=== block 1 ===
Figure 1. Routed clock nets over the placement (block 1).
Scale bar: 20 µm.
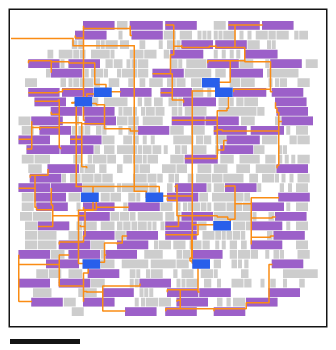

File: config.mk
export PLATFORM = sky130hd
export DESIGN_NAME = oled_spi_sink
export DESIGN_NICKNAME = d
export VERILOG_FILES = /design/src/rtl/oled_spi_sink.sv
export SDC_FILE = /design/constraint.sdc
export NUM_CORES = 1
export LEC_CHECK = 0
export ABC_CLOCK_PERIOD_IN_PS = 2400
export CAP_MARGIN = 10
export CORE_MARGIN = 2
export CORE_UTILIZATION = 57
export DETAILED_ROUTE_END_ITERATION = 7
export GPL_TIMING_DRIVEN = 0
export PLACE_DENSITY = 0.79
export RECOVER_POWER = 100
export SETUP_SLACK_MARGIN = 0.4
export SLEW_MARGIN = 0
export SYNTH_ARGS = -nofsm -noshare
export SYNTH_HDL_FRONTEND = slang
export SYNTH_SLANG_ARGS = --single-unit
File: constraint.sdc
create_clock -name clk -period 2.4 [get_ports clk]
set_clock_uncertainty 0.05 [all_clocks]
set_input_delay 0.48 -clock clk [delete_from_list [all_inputs] [get_ports clk]]
set_output_delay 0.48 -clock clk [all_outputs]
set_load 0.03 [all_outputs]
File: src/rtl/oled_spi_sink.sv
// oled_spi_sink: receiving end of an SSD1331 4-wire SPI link.
// All SPI wires are oversampled in the clk domain. Bytes are shifted in MSB first.
// Command bytes go to a small window-command parser.
// Pixel bytes become addressed writes that walk the current column/row window.
// Optional feature macro OLED_SINK_FRAME_EN: when defined, frame_done strobes with
// the pixel written at (col_end,row_end). Otherwise frame_done is tied low.
//
// state    | meaning
// ST_IDLE  | waiting for a command byte
// ST_COL_S | next command byte is the column start
// ST_COL_E | next command byte is the column end
// ST_ROW_S | next command byte is the row start
// ST_ROW_E | next command byte is the row end
module oled_spi_sink #(
  parameter int C_x_bits      = 7,
  parameter int C_y_bits      = 6,
  parameter int C_sync_stages = 2
) (
  input  logic                clk,
  input  logic                resn,
  input  logic                oled_csn,
  input  logic                oled_clk,
  input  logic                oled_mosi,
  input  logic                oled_dc,
  input  logic                oled_resn,
  output logic                pixel_valid,
  output logic [C_x_bits-1:0] pixel_x,
  output logic [C_y_bits-1:0] pixel_y,
  output logic [7:0]          pixel_color,
  output logic                cmd_valid,
  output logic [7:0]          cmd_byte,
  output logic                frame_done
);

  typedef enum logic [2:0] {ST_IDLE, ST_COL_S, ST_COL_E, ST_ROW_S, ST_ROW_E} state_t;

  localparam logic [C_x_bits-1:0] XMAX_DEF = C_x_bits'(95);
  localparam logic [C_y_bits-1:0] YMAX_DEF = C_y_bits'(63);

  // bit order in each sync stage: {resn, dc, mosi, clk, csn}
  logic [C_sync_stages-1:0][4:0] sync_q;
  logic csn_s, sclk_s, mosi_s, dc_s, resn_s, sclk_prev_q, rise;

  state_t state_q, state_d;
  logic [2:0] bit_cnt_q, bit_cnt_d;
  logic [6:0] shift_q, shift_d;
  logic [7:0] byte_w;
  logic [C_x_bits-1:0] col_start_q, col_start_d, col_end_q, col_end_d, x_q, x_d;
  logic [C_y_bits-1:0] row_start_q, row_start_d, row_end_q, row_end_d, y_q, y_d;
  logic                pixel_valid_q, pixel_valid_d, cmd_valid_q, cmd_valid_d;
  logic [C_x_bits-1:0] pixel_x_q, pixel_x_d;
  logic [C_y_bits-1:0] pixel_y_q, pixel_y_d;
  logic [7:0]          pixel_color_q, pixel_color_d, cmd_byte_q, cmd_byte_d;
`ifdef OLED_SINK_FRAME_EN
  logic frame_done_q, frame_done_d;
`endif

  assign csn_s  = sync_q[C_sync_stages-1][0];
  assign sclk_s = sync_q[C_sync_stages-1][1];
  assign mosi_s = sync_q[C_sync_stages-1][2];
  assign dc_s   = sync_q[C_sync_stages-1][3];
  assign resn_s = sync_q[C_sync_stages-1][4];
  assign rise   = sclk_s & ~sclk_prev_q;
  assign byte_w = {shift_q, mosi_s};

  // Byte capture, command parsing and pixel address walk.
  always_comb begin
    state_d       = state_q;
    bit_cnt_d     = bit_cnt_q;
    shift_d       = shift_q;
    col_start_d   = col_start_q;
    col_end_d     = col_end_q;
    row_start_d   = row_start_q;
    row_end_d     = row_end_q;
    x_d           = x_q;
    y_d           = y_q;
    pixel_valid_d = 1'b0;
    cmd_valid_d   = 1'b0;
    pixel_x_d     = pixel_x_q;
    pixel_y_d     = pixel_y_q;
    pixel_color_d = pixel_color_q;
    cmd_byte_d    = cmd_byte_q;
`ifdef OLED_SINK_FRAME_EN
    frame_done_d  = 1'b0;
`endif
    if (!resn_s) begin
      state_d     = ST_IDLE;
      bit_cnt_d   = 3'd0;
      col_start_d = '0;
      col_end_d   = XMAX_DEF;
      row_start_d = '0;
      row_end_d   = YMAX_DEF;
      x_d         = '0;
      y_d         = '0;
    end else if (csn_s) begin
      // deselect drops any partial byte; parser and window survive
      bit_cnt_d = 3'd0;
    end else if (rise) begin
      shift_d   = {shift_q[5:0], mosi_s};
      bit_cnt_d = bit_cnt_q + 3'd1;
      if (bit_cnt_q == 3'd7) begin
        if (dc_s) begin
          pixel_valid_d = 1'b1;
          pixel_x_d     = x_q;
          pixel_y_d     = y_q;
          pixel_color_d = byte_w;
`ifdef OLED_SINK_FRAME_EN
          frame_done_d  = (x_q == col_end_q) && (y_q == row_end_q);
`endif
          if (x_q == col_end_q) begin
            x_d = col_start_q;
            y_d = (y_q == row_end_q) ? row_start_q : y_q + C_y_bits'(1);
          end else begin
            x_d = x_q + C_x_bits'(1);
          end
        end else begin
          unique case (state_q)
            ST_IDLE: begin
              if (byte_w == 8'h15)      state_d = ST_COL_S;
              else if (byte_w == 8'h75) state_d = ST_ROW_S;
              else begin
                cmd_valid_d = 1'b1;
                cmd_byte_d  = byte_w;
              end
            end
            ST_COL_S: begin
              col_start_d = byte_w[C_x_bits-1:0];
              state_d     = ST_COL_E;
            end
            ST_COL_E: begin
              col_end_d = byte_w[C_x_bits-1:0];
              x_d       = col_start_q;
              state_d   = ST_IDLE;
            end
            ST_ROW_S: begin
              row_start_d = byte_w[C_y_bits-1:0];
              state_d     = ST_ROW_E;
            end
            ST_ROW_E: begin
              row_end_d = byte_w[C_y_bits-1:0];
              y_d       = row_start_q;
              state_d   = ST_IDLE;
            end
            default: state_d = ST_IDLE;
          endcase
        end
      end
    end
  end

  // Synchronizers and all state registers.
  always_ff @(posedge clk or negedge resn) begin
    if (!resn) begin
      sync_q        <= {C_sync_stages{5'b00001}};
      sclk_prev_q   <= 1'b0;
      state_q       <= ST_IDLE;
      bit_cnt_q     <= 3'd0;
      shift_q       <= 7'd0;
      col_start_q   <= '0;
      col_end_q     <= XMAX_DEF;
      row_start_q   <= '0;
      row_end_q     <= YMAX_DEF;
      x_q           <= '0;
      y_q           <= '0;
      pixel_valid_q <= 1'b0;
      cmd_valid_q   <= 1'b0;
      pixel_x_q     <= '0;
      pixel_y_q     <= '0;
      pixel_color_q <= 8'd0;
      cmd_byte_q    <= 8'd0;
`ifdef OLED_SINK_FRAME_EN
      frame_done_q  <= 1'b0;
`endif
    end else begin
      sync_q        <= {sync_q[C_sync_stages-2:0], {oled_resn, oled_dc, oled_mosi, oled_clk, oled_csn}};
      sclk_prev_q   <= sclk_s;
      state_q       <= state_d;
      bit_cnt_q     <= bit_cnt_d;
      shift_q       <= shift_d;
      col_start_q   <= col_start_d;
      col_end_q     <= col_end_d;
      row_start_q   <= row_start_d;
      row_end_q     <= row_end_d;
      x_q           <= x_d;
      y_q           <= y_d;
      pixel_valid_q <= pixel_valid_d;
      cmd_valid_q   <= cmd_valid_d;
      pixel_x_q     <= pixel_x_d;
      pixel_y_q     <= pixel_y_d;
      pixel_color_q <= pixel_color_d;
      cmd_byte_q    <= cmd_byte_d;
`ifdef OLED_SINK_FRAME_EN
      frame_done_q  <= frame_done_d;
`endif
    end
  end

  assign pixel_valid = pixel_valid_q;
  assign pixel_x     = pixel_x_q;
  assign pixel_y     = pixel_y_q;
  assign pixel_color = pixel_color_q;
  assign cmd_valid   = cmd_valid_q;
  assign cmd_byte    = cmd_byte_q;
`ifdef OLED_SINK_FRAME_EN
  assign frame_done  = frame_done_q;
`else
  assign frame_done  = 1'b0;
`endif

endmodule

=== block 2 ===
## config.mk

```make
export PLATFORM = sky130hd
export DESIGN_NAME = mul_accumulator
export DESIGN_NICKNAME = d
export VERILOG_FILES = /design/src/rtl/mul_accumulator.sv
export SDC_FILE = /design/constraint.sdc
export NUM_CORES = 1
export LEC_CHECK = 0
export CORE_MARGIN = 10
export CORE_UTILIZATION = 30
export DETAILED_ROUTE_END_ITERATION = 10
export HOLD_SLACK_MARGIN = 0.12
export PLACE_DENSITY = 0.6
export SLEW_MARGIN = 20
export SYNTH_ARGS = -nofsm -noshare
export SYNTH_HDL_FRONTEND = slang
export SYNTH_SLANG_ARGS = --single-unit
```

## constraint.sdc

```tcl
create_clock -name clk -period 2.2 [get_ports clk]
set_input_delay 0.22 -clock clk [delete_from_list [all_inputs] [get_ports clk]]
set_output_delay 0.22 -clock clk [all_outputs]
set_load 0.005 [all_outputs]
```

## src/rtl/mul_accumulator.sv

```systemverilog
// Accumulates BLOCK_LEN multiplier products (one per rising edge of prod_ack)
// and offers each block sum on a valid/ready port; a sum dropped while the port is full sets overrun.
module mul_accumulator #(
  parameter int PROD_W    = 16,
  parameter int BLOCK_LEN = 4,
  parameter int ACC_W     = 24
) (
  input  logic              clk,
  input  logic              reset,
  input  logic [PROD_W-1:0] prod,
  input  logic              prod_ack,
  input  logic              clr,
  output logic [ACC_W-1:0]  sum_out,
  output logic              sum_valid,
  input  logic              sum_ready,
  output logic [7:0]        count,
  output logic              overrun,
  output logic [ACC_W-1:0]  acc
);

  // Handshake: sum_out is transferred at a rising edge where sum_valid and
  // sum_ready are both 1. sum_valid is a pure register output, so it never
  // depends combinationally on sum_ready, and sum_out is frozen while it is 1.

  typedef enum logic {
    EMPTY = 1'b0,
    FULL  = 1'b1
  } out_state_t;

  localparam logic [7:0] LAST = 8'(BLOCK_LEN - 1);

  out_state_t       out_state;
  logic             ack_q;
  logic             capture;
  logic             accept;
  logic [ACC_W-1:0] prod_ext;

  assign prod_ext  = ACC_W'(prod);
  assign capture   = prod_ack && !ack_q;
  assign accept    = (out_state == FULL) && sum_ready;
  assign sum_valid = (out_state == FULL);

  always_ff @(posedge clk or negedge reset) begin
    if (!reset) begin
      out_state <= EMPTY;
      ack_q     <= 1'b0;
      acc       <= '0;
      count     <= '0;
      sum_out   <= '0;
      overrun   <= 1'b0;
    end else if (clr) begin
      // sum_out deliberately keeps its last value across a clear
      out_state <= EMPTY;
      ack_q     <= 1'b0;
      acc       <= '0;
      count     <= '0;
      overrun   <= 1'b0;
    end else begin
      ack_q <= prod_ack;
      if (accept) begin
        out_state <= EMPTY;
      end
      if (capture) begin
        if (count == LAST) begin
          acc   <= '0;
          count <= '0;
          // A completed sum is kept if the slot is empty or is emptying this edge
          if (out_state == EMPTY || accept) begin
            sum_out   <= acc + prod_ext;
            out_state <= FULL;
          end else begin
            overrun <= 1'b1;
          end
        end else begin
          acc   <= acc + prod_ext;
          count <= count + 8'd1;
        end
      end
    end
  end

endmodule
```

Figure 2. Zoomed window (block 1).
Region (25, 25) to (65, 65) µm. Cells in grey, sequential cells in the stronger grey; small squares are vias.
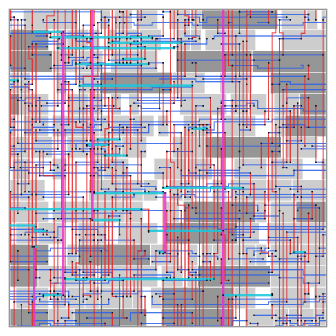
colour	layer
cyan	metal 3
blue	metal 1
red	metal 2
magenta	metal 4
cells with their middle in the window	138
most frequent	dfrtp_1 (12), nor2_1 (9), nand2_1 (9)
netlist names of flops here include	col_end_q (4), col_start_q (4), row_end_q (3)
sequential cells in the window	18

## Picture notes: Figure 1
[orange] clock wires | length: 1,060 µm
[purple] flip-flops | count: 94
[blue] clock drivers | count: 9
flops lie	spread over the die
routed clock nets	10
Clock Latency Late Sink: 0.36 ns
Clk. pwr: 1140 µW

==> results.ini, block 1 <==
[status]
outcome=completed

[synth]
netlist_area_mm2=0.00423
simple_gate_share_pct=14.9
syn_inst=382
ff_type=dfrtp_1
top_cell=dfrtp_1
common_cells=dfrtp_1, nand2_1, nor2_1, o21ai_0, inv_1
yosys_warnings=0
adder_share_pct=1.18
topCombFamilyByArea=simple AND/OR/NAND/NOR gates
yosys_area_mm2=0.00423

[finish]
comb_share_pct=33.8
n_antenna_cell=0
fill_cells=532
stdcell_count=555
clock_area_share_pct=4.02
final_area_mm2=0.00532
drive_above_1_share_pct=22.1
n_all_inverters=20
area_growth_pct=26.0

[hold_path]
min_path_type=in -> async

[worst_setup_path]
crit_slowest_cell=dfrtp_1
path_buffers=3
critPathMaxStageDelay_ns=0.37
startpoint_type=flop
path_class=reg -> reg
required_ns=2.59
cp_max_fo=9

[die]
io_pins=39
fp_util_pct=58.6
core_area_mm2=0.00721
core.rowCount=31

[global_routing]
grt_max_degree=54
gr-total-overflow=0
grt_pass1_wl_mm=16.0

[final_timing]
finalSetupViolations=0
setup_ws_ns=0.210
totalNegativeSetupSlack_ns=0

[clocking]
path_clk_slew_ns=0.09
clock_sinks=94
numCtsBuffers=9
clk_path_buf_depth=2

[power_and_ir_drop]
power_frac_seq_pct=54.5

[placed_design]
port-buffer-count=37
place_ws_ns=0.0355
placed_area_mm2=0.00475

[routing]
vias=3082
routed_wl_mm=9.72

[run]
cap_violations=0

block 1: layer usage:
metal	track usage [%]	share of wire, %	vias to the layer above
met2	39.7	49	77
met1	34.4	45	1542
met5	0	0	-
li1	-	-	1449
met4	9.23	1.8	0
met3	4.95	3.7	14
block 1: what timing repair did:
action                     CTS  global route
cloned                       0             3
gates resized               27            58
setup endpoints to repair   55            71
setup buffers                9             8
pin swaps                    6            18
block 1: final timing paths:
path | cells past startpoint | slack, ns | startpoint | to
min in group clk | 0 | 0.31 | sync_q[2] | byte_w[0]
max in group asynchronous | 2 | 1.19 | resn | col_end_q[2]
hold / removal | 1 | 0.26 | resn | pixel_x[2]
hold reg to reg | 0 | 0.31 | sync_q[2] | byte_w[0]
setup / recovery | 8 | 0.21 | bit_cnt_q[1] | cmd_byte[1]
setup reg to reg | 8 | 0.21 | bit_cnt_q[1] | cmd_byte[1]
block 1: power groups by stage:
stage | clock network, µW | logic, µW | registers, µW
3_3_place_gp | 0 | 358 | 1890
2_1_floorplan | 0 | 269 | 1830
6_report | 1140 | 427 | 1870
5_1_grt | 1220 | 474 | 1890
4_1_cts | 1150 | 411 | 1870
3_5_place_dp | 0 | 374 | 1900
Figure 3. M3 wires (block 2).
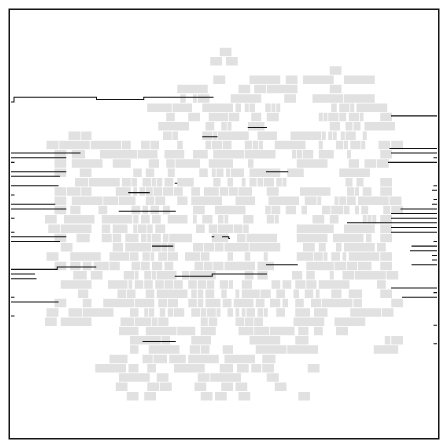
share of all routed wire	5.3%
longest straight run	26.0 µm
total number of vias: 3,099
met3 usage: 3.97%
final WL: 10.3 mm

Figure 4. Signal metal coverage by tile (block 2).
Scale bar: 50 µm. 25 x 25 tiles, from white (low) to dark blue (high), scaled to the fullest tile. Values are wire area over tile area, all layers added.
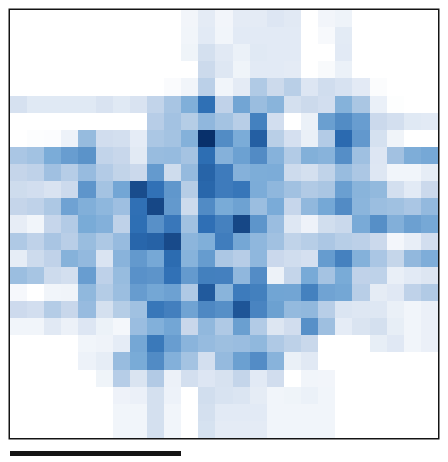
tiles over half the peak	15%
nearly empty tiles	27%
densest ninth of the die	centre
fullest tile	0.43
mean over tiles	0.10
emptiest ninth of the die	north-west
WL per Instance: 16.3 µm
Total GRT Usage: 12.8%

==> results.ini, block 2 <==
[status]
outcome=finished with violations
violations=negative setup slack

[synth]
xor_share_pct=6.60
edf_count=0
syn_inst=328

[final_timing]
setup_ws_ns=-0.115
finalClockPeriodUsage_pct=105
skew_ns=0.0139
min_period_ns=2.31
finalSetupViolations=12

[power_and_ir_drop]
ir_drop_mv=0.404
p_int_uw=2450
p_seq_uw=1230
power_uw=3520

[worst_setup_path]
cp.arrival_ns=2.55
critPathMaxStageDelay_ns=0.41
r2r_start=acc[0]

[clocking]
clk_path_buf_depth=2
cts_resized=29
h-tree-depth=3

[finish]
final_area_mm2=0.00541
drive_above_1_share_pct=31.1
n_antenna_cell=0
area_growth_pct=63.1
final_util_pct=49.9
layout_top_cells=clkdlybuf4s50_1, buf_4, dfrtp_1

[die]
die_w_um=125

[global_routing]
grt_pass1_wl_mm=16.9
grt_pass1_vias=3292

[placed_design]
port-buffer-count=78
gp_congestion=0.824
place_ws_ns=-0.453

## block 2: worst max path at each step
stage / end / slack, ns
2_1_floorplan: sum_out[13] / -0.004
3_3_place_gp: sum_out[14] / -0.45
3_5_place_dp: sum_out[14] / -0.45
4_1_cts: sum_out[13] / -0.11
5_1_grt: sum_out[13] / -0.20
6_report: sum_out[13] / -0.11
## block 2: per-layer routing
layer	GRT usage (%)	up-vias	part of all wire, %
li1	-	1522	-
met1	15.5	1504	45
met2	21.4	61	49
met3	3.97	12	5.3
met4	3.93	0	1.4
met5	0	-	0
## block 2: area by class of cell
cell class / count / area, µm² / area share [%]
tap: 140 / 175 / 3.24
timing repair buffer: 154 / 1390 / 25.7
inverter: 6 / 22.5 / 0.417
multi-input combinational: 253 / 2120 / 39.2
clock inverter: 7 / 98.8 / 1.83
sequential: 59 / 1480 / 27.3
clock buffer: 9 / 124 / 2.29
## block 2: sequential cells by signal, indices dropped and copies added, names as in the netlist
register / cells
sum_out: 24
overrun: 1
count: 8
acc: 24
sum_valid: 1
ack_q: 1

==> gallery <==
Clock wiring as the flow saved it.
Plate I
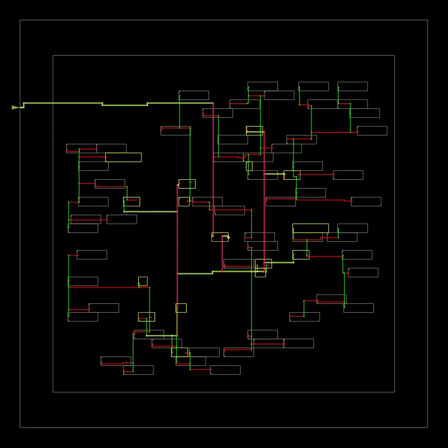
Plate II
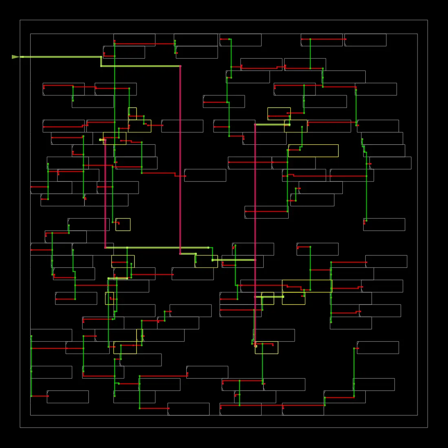
Of these, most sequential cells: Plate II
Plate II -> block 1
Plate I -> block 2


Power figures rest on the tool's default switching activity, not on a simulated workload.
